# ---- led_cube_frame_rx ----
`config.mk`:
```
export PLATFORM = sky130hd
export DESIGN_NAME = led_cube_frame_rx
export DESIGN_NICKNAME = d
export VERILOG_FILES = /design/src/rtl/led_cube_frame_rx.sv
export SDC_FILE = /design/constraint.sdc
export NUM_CORES = 1
export LEC_CHECK = 0
export CORE_MARGIN = 3
export CORE_UTILIZATION = 35
export DETAILED_ROUTE_END_ITERATION = 7
export GPL_TIMING_DRIVEN = 0
export MAX_ROUTING_LAYER = met4
export PLACE_DENSITY = 0.51
export SYNTH_ARGS = -nofsm -noshare
export SYNTH_HDL_FRONTEND = slang
export SYNTH_SLANG_ARGS = --single-unit
```
`constraint.sdc`:
```
create_clock -name clk -period 4.4 [get_ports clk]
set_input_delay 0.88 -clock clk [delete_from_list [all_inputs] [get_ports clk]]
set_output_delay 0.88 -clock clk [all_outputs]
set_load 0.05 [all_outputs]
```
`src/rtl/led_cube_frame_rx.sv`:
```
// Double-buffered LED-cube frame receiver: header-synchronised UART bytes fill the back buffer, swapped on scan_sync.
// Optional inter-byte timeout in RECV is compiled in with `define FRAME_RX_TIMEOUT_EN.
module led_cube_frame_rx #(
  parameter logic [7:0]  SYNC_BYTE      = 8'hF0,
  parameter int unsigned FRAME_BYTES    = 64,
  parameter int unsigned TIMEOUT_CYCLES = 50000
) (
  input  logic       clk,
  input  logic       rst_n,
  input  logic [7:0] rx_data,
  input  logic       rx_valid,
  input  logic       scan_sync,
  input  logic [5:0] rd_addr,
  output logic [7:0] rd_data,
  output logic       frame_swap,
  output logic       overrun,
  output logic       rx_busy
);

  localparam int unsigned PW = $clog2(FRAME_BYTES);

  if (TIMEOUT_CYCLES < 2) begin : g_bad_timeout
    $error("TIMEOUT_CYCLES must be at least 2");
  end

  typedef enum logic [1:0] {
    ST_IDLE,
    ST_RECV,
    ST_PENDING
  } state_e;

  state_e          state_q, state_d;
  logic [PW-1:0]   wr_ptr_q, wr_ptr_d;
  logic            front_sel_q, front_sel_d;
  logic            frame_swap_q, frame_swap_d;
  logic            overrun_q, overrun_d;
  logic [7:0]      buf0_q [FRAME_BYTES];
  logic [7:0]      buf0_d [FRAME_BYTES];
  logic [7:0]      buf1_q [FRAME_BYTES];
  logic [7:0]      buf1_d [FRAME_BYTES];

  logic            hdr_seen;
  logic            last_wr;
  logic            wr_en;
  logic            do_swap;
  logic            drop;
  logic            tmo_hit;

  assign hdr_seen = rx_valid && (rx_data == SYNC_BYTE);
  assign last_wr  = wr_ptr_q == PW'(FRAME_BYTES - 1);

`ifdef FRAME_RX_TIMEOUT_EN
  localparam int unsigned TW = $clog2(TIMEOUT_CYCLES);

  logic [TW-1:0] tmo_q, tmo_d;

  assign tmo_hit = (state_q == ST_RECV) && !rx_valid && (tmo_q == TW'(TIMEOUT_CYCLES - 1));

  // Held at zero outside RECV, so entering RECV always starts a fresh count.
  always_comb begin
    tmo_d = tmo_q + TW'(1);
    if (state_q != ST_RECV || rx_valid || tmo_hit) begin
      tmo_d = '0;
    end
  end

  always_ff @(posedge clk or negedge rst_n) begin
    if (!rst_n) begin
      tmo_q <= '0;
    end else begin
      tmo_q <= tmo_d;
    end
  end
`else
  assign tmo_hit = 1'b0;
`endif

  always_ff @(posedge clk or negedge rst_n) begin
    if (!rst_n) begin
      state_q <= ST_IDLE;
    end else begin
      state_q <= state_d;
    end
  end

  always_comb begin
    state_d = state_q;
    case (state_q)
      ST_IDLE: begin
        if (hdr_seen) begin
          state_d = ST_RECV;
        end
      end
      ST_RECV: begin
        if (rx_valid && last_wr) begin
          state_d = ST_PENDING;
        end else if (tmo_hit) begin
          state_d = ST_IDLE;
        end
      end
      ST_PENDING: begin
        if (scan_sync) begin
          state_d = ST_IDLE;
        end
      end
      default: state_d = ST_IDLE;
    endcase
  end

  always_comb begin
    rx_busy = (state_q == ST_RECV) || (state_q == ST_PENDING);
    wr_en   = (state_q == ST_RECV) && rx_valid;
    do_swap = (state_q == ST_PENDING) && scan_sync;
    drop    = (state_q == ST_PENDING) && rx_valid;
  end

  always_comb begin
    wr_ptr_d = wr_ptr_q;
    if (state_q == ST_IDLE && hdr_seen) begin
      wr_ptr_d = '0;
    end else if (wr_en && !last_wr) begin
      wr_ptr_d = wr_ptr_q + PW'(1);
    end
    front_sel_d  = front_sel_q ^ do_swap;
    frame_swap_d = do_swap;
    overrun_d    = overrun_q | drop;
  end

  // Writes only ever land in the buffer not selected by front_sel.
  always_comb begin
    buf0_d = buf0_q;
    buf1_d = buf1_q;
    if (wr_en) begin
      if (front_sel_q) begin
        buf0_d[wr_ptr_q] = rx_data;
      end else begin
        buf1_d[wr_ptr_q] = rx_data;
      end
    end
  end

  always_ff @(posedge clk or negedge rst_n) begin
    if (!rst_n) begin
      wr_ptr_q     <= '0;
      front_sel_q  <= 1'b0;
      frame_swap_q <= 1'b0;
      overrun_q    <= 1'b0;
      for (int unsigned i = 0; i < FRAME_BYTES; i++) begin
        buf0_q[i] <= '0;
        buf1_q[i] <= '0;
      end
    end else begin
      wr_ptr_q     <= wr_ptr_d;
      front_sel_q  <= front_sel_d;
      frame_swap_q <= frame_swap_d;
      overrun_q    <= overrun_d;
      buf0_q       <= buf0_d;
      buf1_q       <= buf1_d;
    end
  end

  assign rd_data    = front_sel_q ? buf1_q[rd_addr] : buf0_q[rd_addr];
  assign frame_swap = frame_swap_q;
  assign overrun    = overrun_q;

endmodule

```
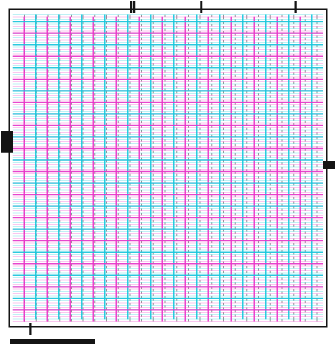
led_cube_frame_rx: floorplan with the power grid
Scale bar: 100 um. Pins as bars on the die edge. Tap cells in grey.
| net | colour |
|---|---|
| VSS | magenta |
| VDD | cyan |
rows: 133
met5 straps: 26
tap cells: 1,755
signal pins: 29

==> writeup.txt <==
The run gives 2,847 for the number of instances in the synthesized netlist. The final timing report lists a hold violation count of 0. The run gives 0 for the final antenna-violating net count. The post-route worst setup slack came out at -238 ps.

Setup violations remaining at the end of the flow were counted as 8. In this run the clock root is driven by a sky130_fd_sc_hd__clkbuf_16. Setup repair after global routing could not meet its margin everywhere. The area growth from synthesis to layout is 15.5%. The flow ran to the end, but the final reports show violations. The dominant cell type by area after synthesis was sky130_fd_sc_hd__dfrtp_1. With the number of antenna violations at the first check in global routing at 12, the worst hold-check slack is 167 ps. The final reports fail on setup timing. With the HPWL after detailed placement at 108,000 um, the adder and majority gate portion of the synthesized area is 0.133%.

Summing all multiplexer cells gives an area fraction of 40.8%.
where the power goes:
group	internal, mW	total, mW	switching, mW
clock	6.15	10.2	4.03
combinational	2.34	4.72	2.37
sequential	11.1	11.9	0.828
total	19.6	26.8	7.23
sequential cells by signal, summed over array words and instances (netlist names):
name	count
overrun	1
frame_swap	1
state_q	2
wr_ptr_q	6
buf0_q	512
front_sel_q	1
buf1_q	512
metal layers:
layer  up-vias  global-route usage [%]  share of wire [%]
met5         -                       -                  0
met4         0                    7.12                3.2
met3       203                    4.03                5.9
met2       758                    34.6                 47
met1     15100                    30.0                 43
li1      11000                       -                  -

# ---- exec_muldiv_ctl_flat ----
exec_muldiv_ctl_flat, floorplan with the power grid:
Scale bar: 50 um. Pins as bars on the die edge. Tap cells in grey.
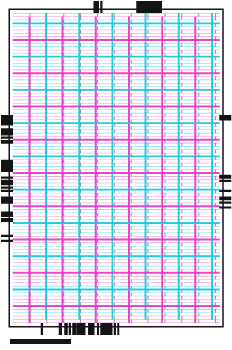
exec_muldiv_ctl_flat, placed cells, one colour a class:
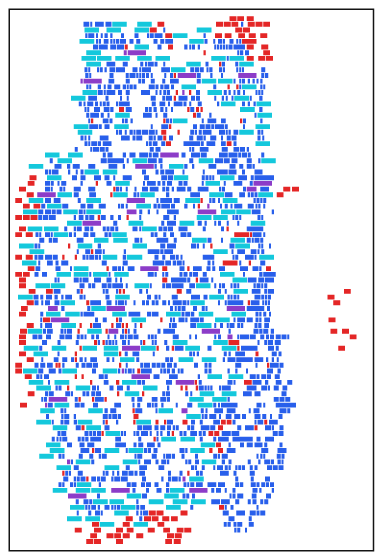
### src/rtl/exec_muldiv_ctl_if.sv
// Execute <-> mul/div sequencer bundle: operation request and flush toward the sequencer,
// stall/busy/done status and the registered result back to execute.
interface exec_muldiv_ctl_if #(
    parameter int WIDTH = 32
);
    logic             start_i;
    logic [1:0]       op_i;
    logic [WIDTH-1:0] a_i;
    logic [WIDTH-1:0] b_i;
    logic             flush_i;
    logic             busy_o;
    logic             stall_o;
    logic             done_o;
    logic [WIDTH-1:0] result_o;
    logic             divzero_o;

    modport master (
        output start_i, op_i, a_i, b_i, flush_i,
        input  busy_o, stall_o, done_o, result_o, divzero_o
    );

    modport slave (
        input  start_i, op_i, a_i, b_i, flush_i,
        output busy_o, stall_o, done_o, result_o, divzero_o
    );
endinterface

### src/rtl/exec_muldiv_ctl.sv
// Iterative radix-2 MUL/MULHU/DIVU/MODU sequencer; WIDTH+1 cycles start-to-done (divide by zero: 1).
// No backpressure on the result: stall_o freezes execute while CALC runs or a start is being accepted.
module exec_muldiv_ctl #(
    parameter int WIDTH = 32,
    parameter int CNTW  = 6
) (
    input  logic               clk_i,
    input  logic               rst_i,
    exec_muldiv_ctl_if.slave   bus
);

    typedef enum logic [1:0] {
        IDLE = 2'd0,
        CALC = 2'd1,
        DONE = 2'd2
    } state_t;

    state_t             state;
    state_t             state_d;
    logic [CNTW-1:0]    cnt;
    logic [1:0]         op_q;
    logic [WIDTH-1:0]   opb;
    logic [2*WIDTH-1:0] prod;
    logic [2*WIDTH-1:0] prod_nx;
    logic [WIDTH:0]     rem;
    logic [WIDTH:0]     rem_nx;
    logic [WIDTH-1:0]   quo;
    logic [WIDTH-1:0]   quo_nx;
    logic [WIDTH:0]     mul_sum;
    logic [WIDTH:0]     rem_shift;
    logic [WIDTH:0]     rem_trial;
    logic [WIDTH-1:0]   res_sel;
    logic               accept;
    logic               dz_start;
    logic               iterate;
    logic               last_iter;
    logic               stall;
    logic               busy_r;
    logic               done_r;
    logic               dz_r;
    logic [WIDTH-1:0]   res_r;

    // One datapath step; result selection looks at the post-step values so the
    // final iteration can load result_o on the same edge it leaves CALC.
    always_comb begin
        mul_sum   = {1'b0, prod[2*WIDTH-1:WIDTH]} + (prod[0] ? {1'b0, opb} : {(WIDTH+1){1'b0}});
        prod_nx   = {mul_sum, prod[WIDTH-1:1]};
        rem_shift = {rem[WIDTH-1:0], quo[WIDTH-1]};
        rem_trial = rem_shift - {1'b0, opb};
        if (!rem_trial[WIDTH]) begin
            rem_nx = rem_trial;
            quo_nx = {quo[WIDTH-2:0], 1'b1};
        end else begin
            rem_nx = rem_shift;
            quo_nx = {quo[WIDTH-2:0], 1'b0};
        end
        case (op_q)
            2'b00:   res_sel = prod_nx[WIDTH-1:0];
            2'b01:   res_sel = prod_nx[2*WIDTH-1:WIDTH];
            2'b10:   res_sel = quo_nx;
            default: res_sel = rem_nx[WIDTH-1:0];
        endcase
    end

    always_comb begin
        state_d   = state;
        accept    = 1'b0;
        dz_start  = 1'b0;
        iterate   = 1'b0;
        last_iter = 1'b0;
        stall     = 1'b0;
        case (state)
            IDLE, DONE: begin
                stall   = bus.start_i & ~bus.flush_i;
                state_d = IDLE;
                if (bus.start_i && !bus.flush_i) begin
                    accept = 1'b1;
                    if (bus.op_i[1] && (bus.b_i == '0)) begin
                        dz_start = 1'b1;
                        state_d  = DONE;
                    end else begin
                        state_d = CALC;
                    end
                end
            end
            CALC: begin
                stall = 1'b1;
                if (bus.flush_i) begin
                    state_d = IDLE;
                end else begin
                    iterate = 1'b1;
                    if (cnt == CNTW'(1)) begin
                        last_iter = 1'b1;
                        state_d   = DONE;
                    end
                end
            end
            default: state_d = IDLE;
        endcase
    end

    always_ff @(posedge clk_i) begin
        if (!rst_i) begin
            state  <= IDLE;
            cnt    <= '0;
            op_q   <= 2'b00;
            opb    <= '0;
            prod   <= '0;
            rem    <= '0;
            quo    <= '0;
            busy_r <= 1'b0;
            done_r <= 1'b0;
            dz_r   <= 1'b0;
            res_r  <= '0;
        end else begin
            state  <= state_d;
            busy_r <= (state_d == CALC);
            done_r <= (state_d == DONE);
            if (accept) begin
                op_q <= bus.op_i;
                opb  <= bus.b_i;
                cnt  <= CNTW'(WIDTH);
                prod <= {{WIDTH{1'b0}}, bus.a_i};
                rem  <= '0;
                quo  <= bus.a_i;
                dz_r <= dz_start;
                // Divide by zero follows the RISC-V convention: all-ones quotient, dividend remainder.
                if (dz_start) begin
                    res_r <= bus.op_i[0] ? bus.a_i : {WIDTH{1'b1}};
                end
            end else if (iterate) begin
                cnt <= cnt - CNTW'(1);
                if (op_q[1]) begin
                    rem <= rem_nx;
                    quo <= quo_nx;
                end else begin
                    prod <= prod_nx;
                end
                if (last_iter) begin
                    res_r <= res_sel;
                end
            end
        end
    end

    assign bus.busy_o    = busy_r;
    assign bus.stall_o   = stall;
    assign bus.done_o    = done_r;
    assign bus.result_o  = res_r;
    assign bus.divzero_o = dz_r;

endmodule
### src/flat_wrapper.sv
// flat-port wrapper written by rule: the top's interface ports become plain ports
module exec_muldiv_ctl_flat 
#(
    parameter int WIDTH = 32,
    parameter int CNTW  = 6
)
  (clk_i, rst_i, bus_start_i, bus_op_i, bus_a_i, bus_b_i, bus_flush_i, bus_busy_o, bus_stall_o, bus_done_o, bus_result_o, bus_divzero_o);
  exec_muldiv_ctl_if #(.WIDTH(WIDTH)) bus_i ();
  input  logic clk_i;
  input  logic rst_i;
  input wire logic [$bits(bus_i.start_i)-1:0] bus_start_i;
  input wire logic [$bits(bus_i.op_i)-1:0] bus_op_i;
  input wire logic [$bits(bus_i.a_i)-1:0] bus_a_i;
  input wire logic [$bits(bus_i.b_i)-1:0] bus_b_i;
  input wire logic [$bits(bus_i.flush_i)-1:0] bus_flush_i;
  output wire logic [$bits(bus_i.busy_o)-1:0] bus_busy_o;
  output wire logic [$bits(bus_i.stall_o)-1:0] bus_stall_o;
  output wire logic [$bits(bus_i.done_o)-1:0] bus_done_o;
  output wire logic [$bits(bus_i.result_o)-1:0] bus_result_o;
  output wire logic [$bits(bus_i.divzero_o)-1:0] bus_divzero_o;
  assign bus_i.start_i = bus_start_i;
  assign bus_i.op_i = bus_op_i;
  assign bus_i.a_i = bus_a_i;
  assign bus_i.b_i = bus_b_i;
  assign bus_i.flush_i = bus_flush_i;
  assign bus_busy_o = bus_i.busy_o;
  assign bus_stall_o = bus_i.stall_o;
  assign bus_done_o = bus_i.done_o;
  assign bus_result_o = bus_i.result_o;
  assign bus_divzero_o = bus_i.divzero_o;
  exec_muldiv_ctl #(.WIDTH(WIDTH), .CNTW(CNTW)) u_core (.clk_i(clk_i), .rst_i(rst_i), .bus(bus_i));
endmodule
### config.mk
export PLATFORM = sky130hd
export DESIGN_NAME = exec_muldiv_ctl_flat
export DESIGN_NICKNAME = d
export VERILOG_FILES = /design/src/rtl/exec_muldiv_ctl_if.sv /design/src/rtl/exec_muldiv_ctl.sv /design/src/flat_wrapper.sv
export SDC_FILE = /design/constraint.sdc
export NUM_CORES = 1
export LEC_CHECK = 0
export CAP_MARGIN = 20
export CORE_ASPECT_RATIO = 1.5
export CORE_MARGIN = 2
export CORE_UTILIZATION = 30
export CTS_CLUSTER_SIZE = 20
export DETAILED_ROUTE_END_ITERATION = 10
export GPL_TIMING_DRIVEN = 0
export SYNTH_ARGS = -nofsm -noshare
export SYNTH_HDL_FRONTEND = slang
export SYNTH_SLANG_ARGS = --single-unit
### constraint.sdc
create_clock -name clk_i -period 3.77 [get_ports clk_i]
set_input_delay 1.131 -clock clk_i [delete_from_list [all_inputs] [get_ports clk_i]]
set_output_delay 1.131 -clock clk_i [all_outputs]
set_load 0.05 [all_outputs]
==> writeup.txt <==
For reference, the top cells by count after synthesis are 247 x sky130_fd_sc_hd__nand2_1, 219 x sky130_fd_sc_hd__a21oi_1, 205 x sky130_fd_sc_hd__dfxtp_1. Post-route worst setup slack: -24.3 ps. The tools report the setup-violating endpoint count in the final report as 1. The final reports fail on setup timing.

The library cells used most frequently in the layout, excluding fill and tap cells, are 244 x sky130_fd_sc_hd__nand2_1, 216 x sky130_fd_sc_hd__a21oi_1, 204 x sky130_fd_sc_hd__dfxtp_1, 104 x sky130_fd_sc_hd__nor2_1, 104 x sky130_fd_sc_hd__clkdlybuf4s50_1. Routed length on met2: 28,200 um. The flow ran to the end, but the final reports show violations. Entering global routing, the biggest net connects 14 pins. The cell depth of the worst hold path is 2. The run gives 227 for the number of non-clock buffers in the layout. Yosys mapped a number of flops with a built-in enable equal to 0. The busiest layer in global routing is met2.

The clock network area share was 4.29%. The multi-input logic cell count is 1,308. u_core.prod holds more flip-flops than any other register. The flip-flop count of the largest register after layout was 64. For this design the total switching power over the nets is 1.68 mW.

The design has 205 sequential cells. For the number of nets in the layout, the log shows 1,961. The run gives 85,000 um as the wire length of the first global-routing pass. According to the timing report, the critical path is captured at u_core.bus.result_o[3].

In the CTS report, the clock slew at the register clock pins of the worst setup and hold paths is listed as 60 ps. The transition time recorded at the tightest slew-check pin is 1040 ps. Floorplan die width: 174 um. OpenSTA lists the critical path startpoint as bus_flush_i. The max-cap violation count is 0, and the core area is 0.0428 mm^2. Most prevalent standard cell on the critical path: sky130_fd_sc_hd__clkbuf_1.
## Picture notes: 'floorplan with the power grid' of exec_muldiv_ctl_flat
| net | colour |
|---|---|
| VSS | magenta |
| VDD | cyan |
signal pins: 106
met5 straps: 18
met1 rails: 94
rows: 93
tap cells: 570

## Picture notes: 'placed cells, one colour a class' of exec_muldiv_ctl_flat
| class | colour | cells | share of their area |
|---|---|---|---|
| clock drivers and dummy loads | purple | 37 | 4.5% |
| registers | cyan | 205 | 27% |
| remaining buffers and delay cells | red | 227 | 11% |
| remaining logic cells | blue | 1,367 | 58% |

-- critical path: cells and delay by family --
| kind | cells | cell delay [ps] |
|---|---|---|
| buf+inv | 4 | 2160 |
| simple gates | 2 | 500 |
| compound gates | 2 | 440 |
-- through the flow --
step | cells | area (um^2)
after global placement | 2355 | 14700
after global routing | 2406 | 15900
after CTS | 2404 | 15800
final | 2406 | 15900
after detailed placement | 2357 | 14700
after floorplan | 1680 | 12900

# ---- minterm_extractor ----
File: src/rtl/minterm_extractor.sv
// Scans a latched truth table and streams the indices of its set bits over a
// valid/ready handshake. Define MINTERM_MAXTERM_EN to add maxterm_sel (emit cleared bits).
module minterm_extractor #(
    parameter int N_VARS = 4
) (
    input  logic                 clk,
    input  logic                 rst_n,
    input  logic                 start,
`ifdef MINTERM_MAXTERM_EN
    input  logic                 maxterm_sel,
`endif
    input  logic [2**N_VARS-1:0] table_in,
    output logic                 busy,
    output logic                 out_valid,
    input  logic                 out_ready,
    output logic [N_VARS-1:0]    out_index,
    output logic                 out_last,
    output logic                 done,
    output logic [N_VARS:0]      count
);

    localparam int W = 2**N_VARS;
    localparam logic [N_VARS-1:0] IDX_MAX = {N_VARS{1'b1}};

    typedef enum logic [1:0] {IDLE, SCAN, DONE} state_t;

    state_t            state, state_nxt;
    logic [W-1:0]      tbl;
    logic [W-1:0]      sel_tbl;
    logic [W-1:0]      above;
    logic [N_VARS-1:0] idx;
    logic [N_VARS:0]   cnt;
    logic              advance;
    logic              xfer;

`ifdef MINTERM_MAXTERM_EN
    logic inv_q;

    always_ff @(posedge clk or negedge rst_n) begin
        if (!rst_n)
            inv_q <= 1'b0;
        else if (state == IDLE && start)
            inv_q <= maxterm_sel;
    end

    assign sel_tbl = tbl ^ {W{inv_q}};
`else
    assign sel_tbl = tbl;
`endif

    // NOTE: non-blocking (<=) in clocked blocks so every register samples pre-edge values.
    always_ff @(posedge clk or negedge rst_n) begin
        if (!rst_n)
            state <= IDLE;
        else
            state <= state_nxt;
    end

    // NOTE: every output of this block gets a default first, so no path can infer a latch.
    always_comb begin
        state_nxt = state;
        busy      = 1'b0;
        out_valid = 1'b0;
        done      = 1'b0;
        advance   = 1'b0;
        case (state)
            IDLE: begin
                if (start)
                    state_nxt = SCAN;
            end
            SCAN: begin
                busy      = 1'b1;
                out_valid = sel_tbl[idx];
                // A cleared bit moves on at once; a set bit waits for the consumer.
                advance   = !out_valid || out_ready;
                if (advance && idx == IDX_MAX)
                    state_nxt = DONE;
            end
            DONE: begin
                busy      = 1'b1;
                done      = 1'b1;
                state_nxt = IDLE;
            end
            default: state_nxt = IDLE;
        endcase
    end

    assign xfer      = out_valid && out_ready;
    assign above     = (sel_tbl >> idx) >> 1;
    assign out_last  = out_valid && (above == '0);
    assign out_index = out_valid ? idx : '0;
    assign count     = cnt;

    // NOTE: the latched table is a plain register, so it is reset like any other state.
    always_ff @(posedge clk or negedge rst_n) begin
        if (!rst_n) begin
            tbl <= '0;
            idx <= '0;
            cnt <= '0;
        end else if (state == IDLE && start) begin
            tbl <= table_in;
            idx <= '0;
            cnt <= '0;
        end else if (state == SCAN && advance) begin
            // idx parks on the last entry instead of wrapping.
            if (idx != IDX_MAX)
                idx <= idx + 1'b1;
            if (xfer)
                cnt <= cnt + 1'b1;
        end
    end

endmodule

File: config.mk
export PLATFORM = sky130hd
export DESIGN_NAME = minterm_extractor
export DESIGN_NICKNAME = d
export VERILOG_FILES = /design/src/rtl/minterm_extractor.sv
export SDC_FILE = /design/constraint.sdc
export NUM_CORES = 1
export LEC_CHECK = 0
export CAP_MARGIN = 25
export CORE_MARGIN = 10
export CORE_UTILIZATION = 47
export CTS_CLUSTER_SIZE = 24
export DETAILED_ROUTE_END_ITERATION = 6
export GPL_TIMING_DRIVEN = 0
export PLACE_DENSITY = 0.75
export SLEW_MARGIN = 20
export SYNTH_ARGS = -nofsm -noshare
export SYNTH_HDL_FRONTEND = slang
export SYNTH_SLANG_ARGS = --single-unit
export TNS_END_PERCENT = 5
File: constraint.sdc
create_clock -name clk -period 4.1 [get_ports clk]
set_clock_uncertainty 0.2 [all_clocks]
set_input_delay 0.41 -clock clk [delete_from_list [all_inputs] [get_ports clk]]
set_output_delay 0.41 -clock clk [all_outputs]
set_load 0.03 [all_outputs]
==> writeup.txt <==
The total routing resource utilization after global routing was 12.8%; the proportion of power drawn by combinational gates was 53.5%. The logs give 0 for the number of failing hold endpoints at the final stage and 0.000233 V for the peak supply drop. Per the skew report, the later register of the worst-skew pair sees a clock latency of 270 ps. The run gives 695 ps for the worst setup slack before clock tree synthesis. The gate family responsible for the most delay along the worst path is buffers and inverters.

The logs give 48 for the well-tap cell count and 676 um^2 for the area occupied by registers. The first global-routing pass estimated 6770 um of wire. Averaged over all synthesized cells, the footprint is 10.1 um^2.

The cell depth of the worst hold path was 1. The logs give 329 ps for the worst hold-check slack and 1720 ps for the register-to-register setup slack. Non-clock buffers make up 17.3% of the layout cell area. Dividing total power by cell area gives a power density of 631 mW/mm^2. Relative to the synthesized area, the layout overhead comes to 24.6%. The cell count after synthesis came out at 174. The logs give 0.00213 mm^2 for the instance area after placement and 4 for the detailed-routing iteration count for the pre-antenna-repair pass. The run finished with clean final reports. The tools report the final instance count without filler cells as 259. The worst setup path is captured at an output pin. After layout, the inverter instance count without clock inverters stands at 9. The clock-pin slew on the worst setup and hold paths works out to 90 ps. Of the post-synthesis cell area, the dominant cell type holds 38.6%.

The run gives 15.5% for the complex-gate fraction of the synthesized area. Data arrives at the worst endpoint at 3120 ps. Walking the worst path, the cells encountered are clkbuf_1, buf_2, buf_2, o211ai_1, a21oi_1, o221ai_1, a2111oi_2, clkdlybuf4s50_1.

The end of the worst register-to-register path was idx[3]. On the critical path, the stage with the largest delay is an instance of sky130_fd_sc_hd__clkdlybuf4s50_1. Setup repair after global routing left no endpoint under its margin. For the combinational gate area, the log shows 990 um^2.

The run gives 0.788 mW as the internal power contribution.
[repair_timing]
item	4_1_cts	5_1_grt
setup endpoints to repair	0	0
hold endpoints to repair	27	0
hold buffers	1	0
[flip-flops by register name (all words and copies together), names as in the netlist]
name	cells
count	5
sel_tbl	16
idx	4
state	2
[worst max-delay path by stage]
stage / from / end / slack, ps
2_1_floorplan: idx[1] / out_last / 1210
3_3_place_gp: idx[0] / out_last / 750
3_5_place_dp: idx[0] / out_last / 690
4_1_cts: idx[0] / out_last / 380
5_1_grt: idx[0] / out_last / 130
6_report: idx[0] / out_last / 370
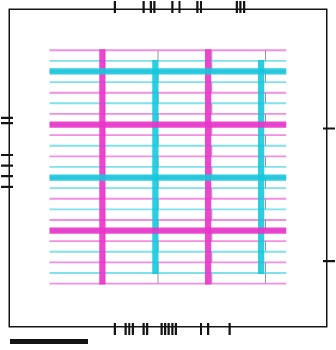
minterm_extractor: floorplan with the power grid
Scale bar: 20 um. Pins as bars on the die edge. Tap cells in grey.
| net | colour |
|---|---|
| VSS | magenta |
| VDD | cyan |
signal pins: 33
met4 straps: 4
met1 rails: 23
met5 straps: 4
tap cells: 48

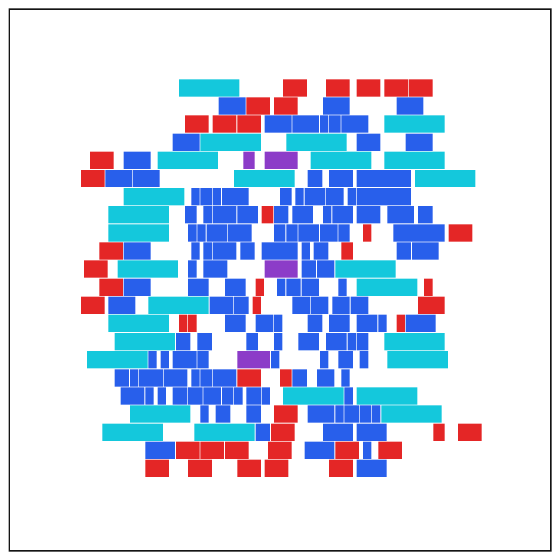
minterm_extractor: placed cells, one colour a class
| class | colour | cells | share of their area |
|---|---|---|---|
| remaining buffers and delay cells | red | 44 | 18% |
| remaining logic cells | blue | 136 | 48% |
| clock drivers and dummy loads | purple | 4 | 2.2% |
| registers | cyan | 27 | 32% |
cell area after layout: 0.00218 mm^2
standard cell core area: 0.00363 mm^2
site row count: 22
final design utilization: 60.1%

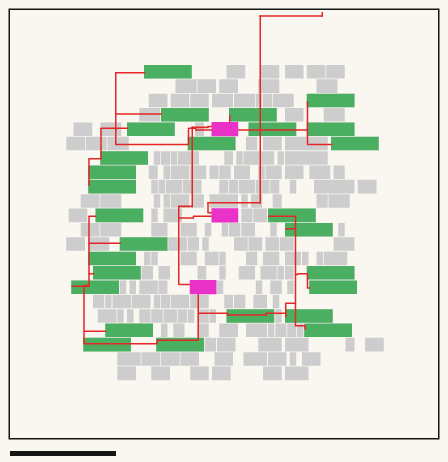
minterm_extractor: clock distribution
Scale bar: 20 um.
[flip-flops] green | count: 27
[clock-net drivers] magenta | count: 3
[clock wires] red | length: 344 um
routed clock nets: 4



==> screenshots <==
Clock routing.
picture 1
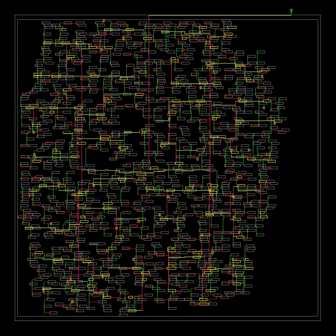
picture 2
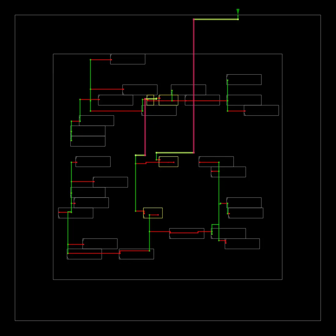
picture 3
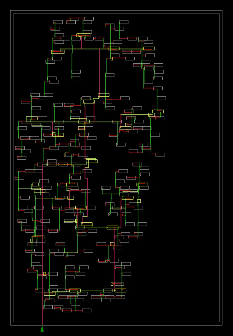
exec_muldiv_ctl_flat -> picture 3
led_cube_frame_rx -> picture 1
minterm_extractor -> picture 2
Of these, fewest clock buffers: picture 2

Power figures rest on the tool's default switching activity, not on a simulated workload.
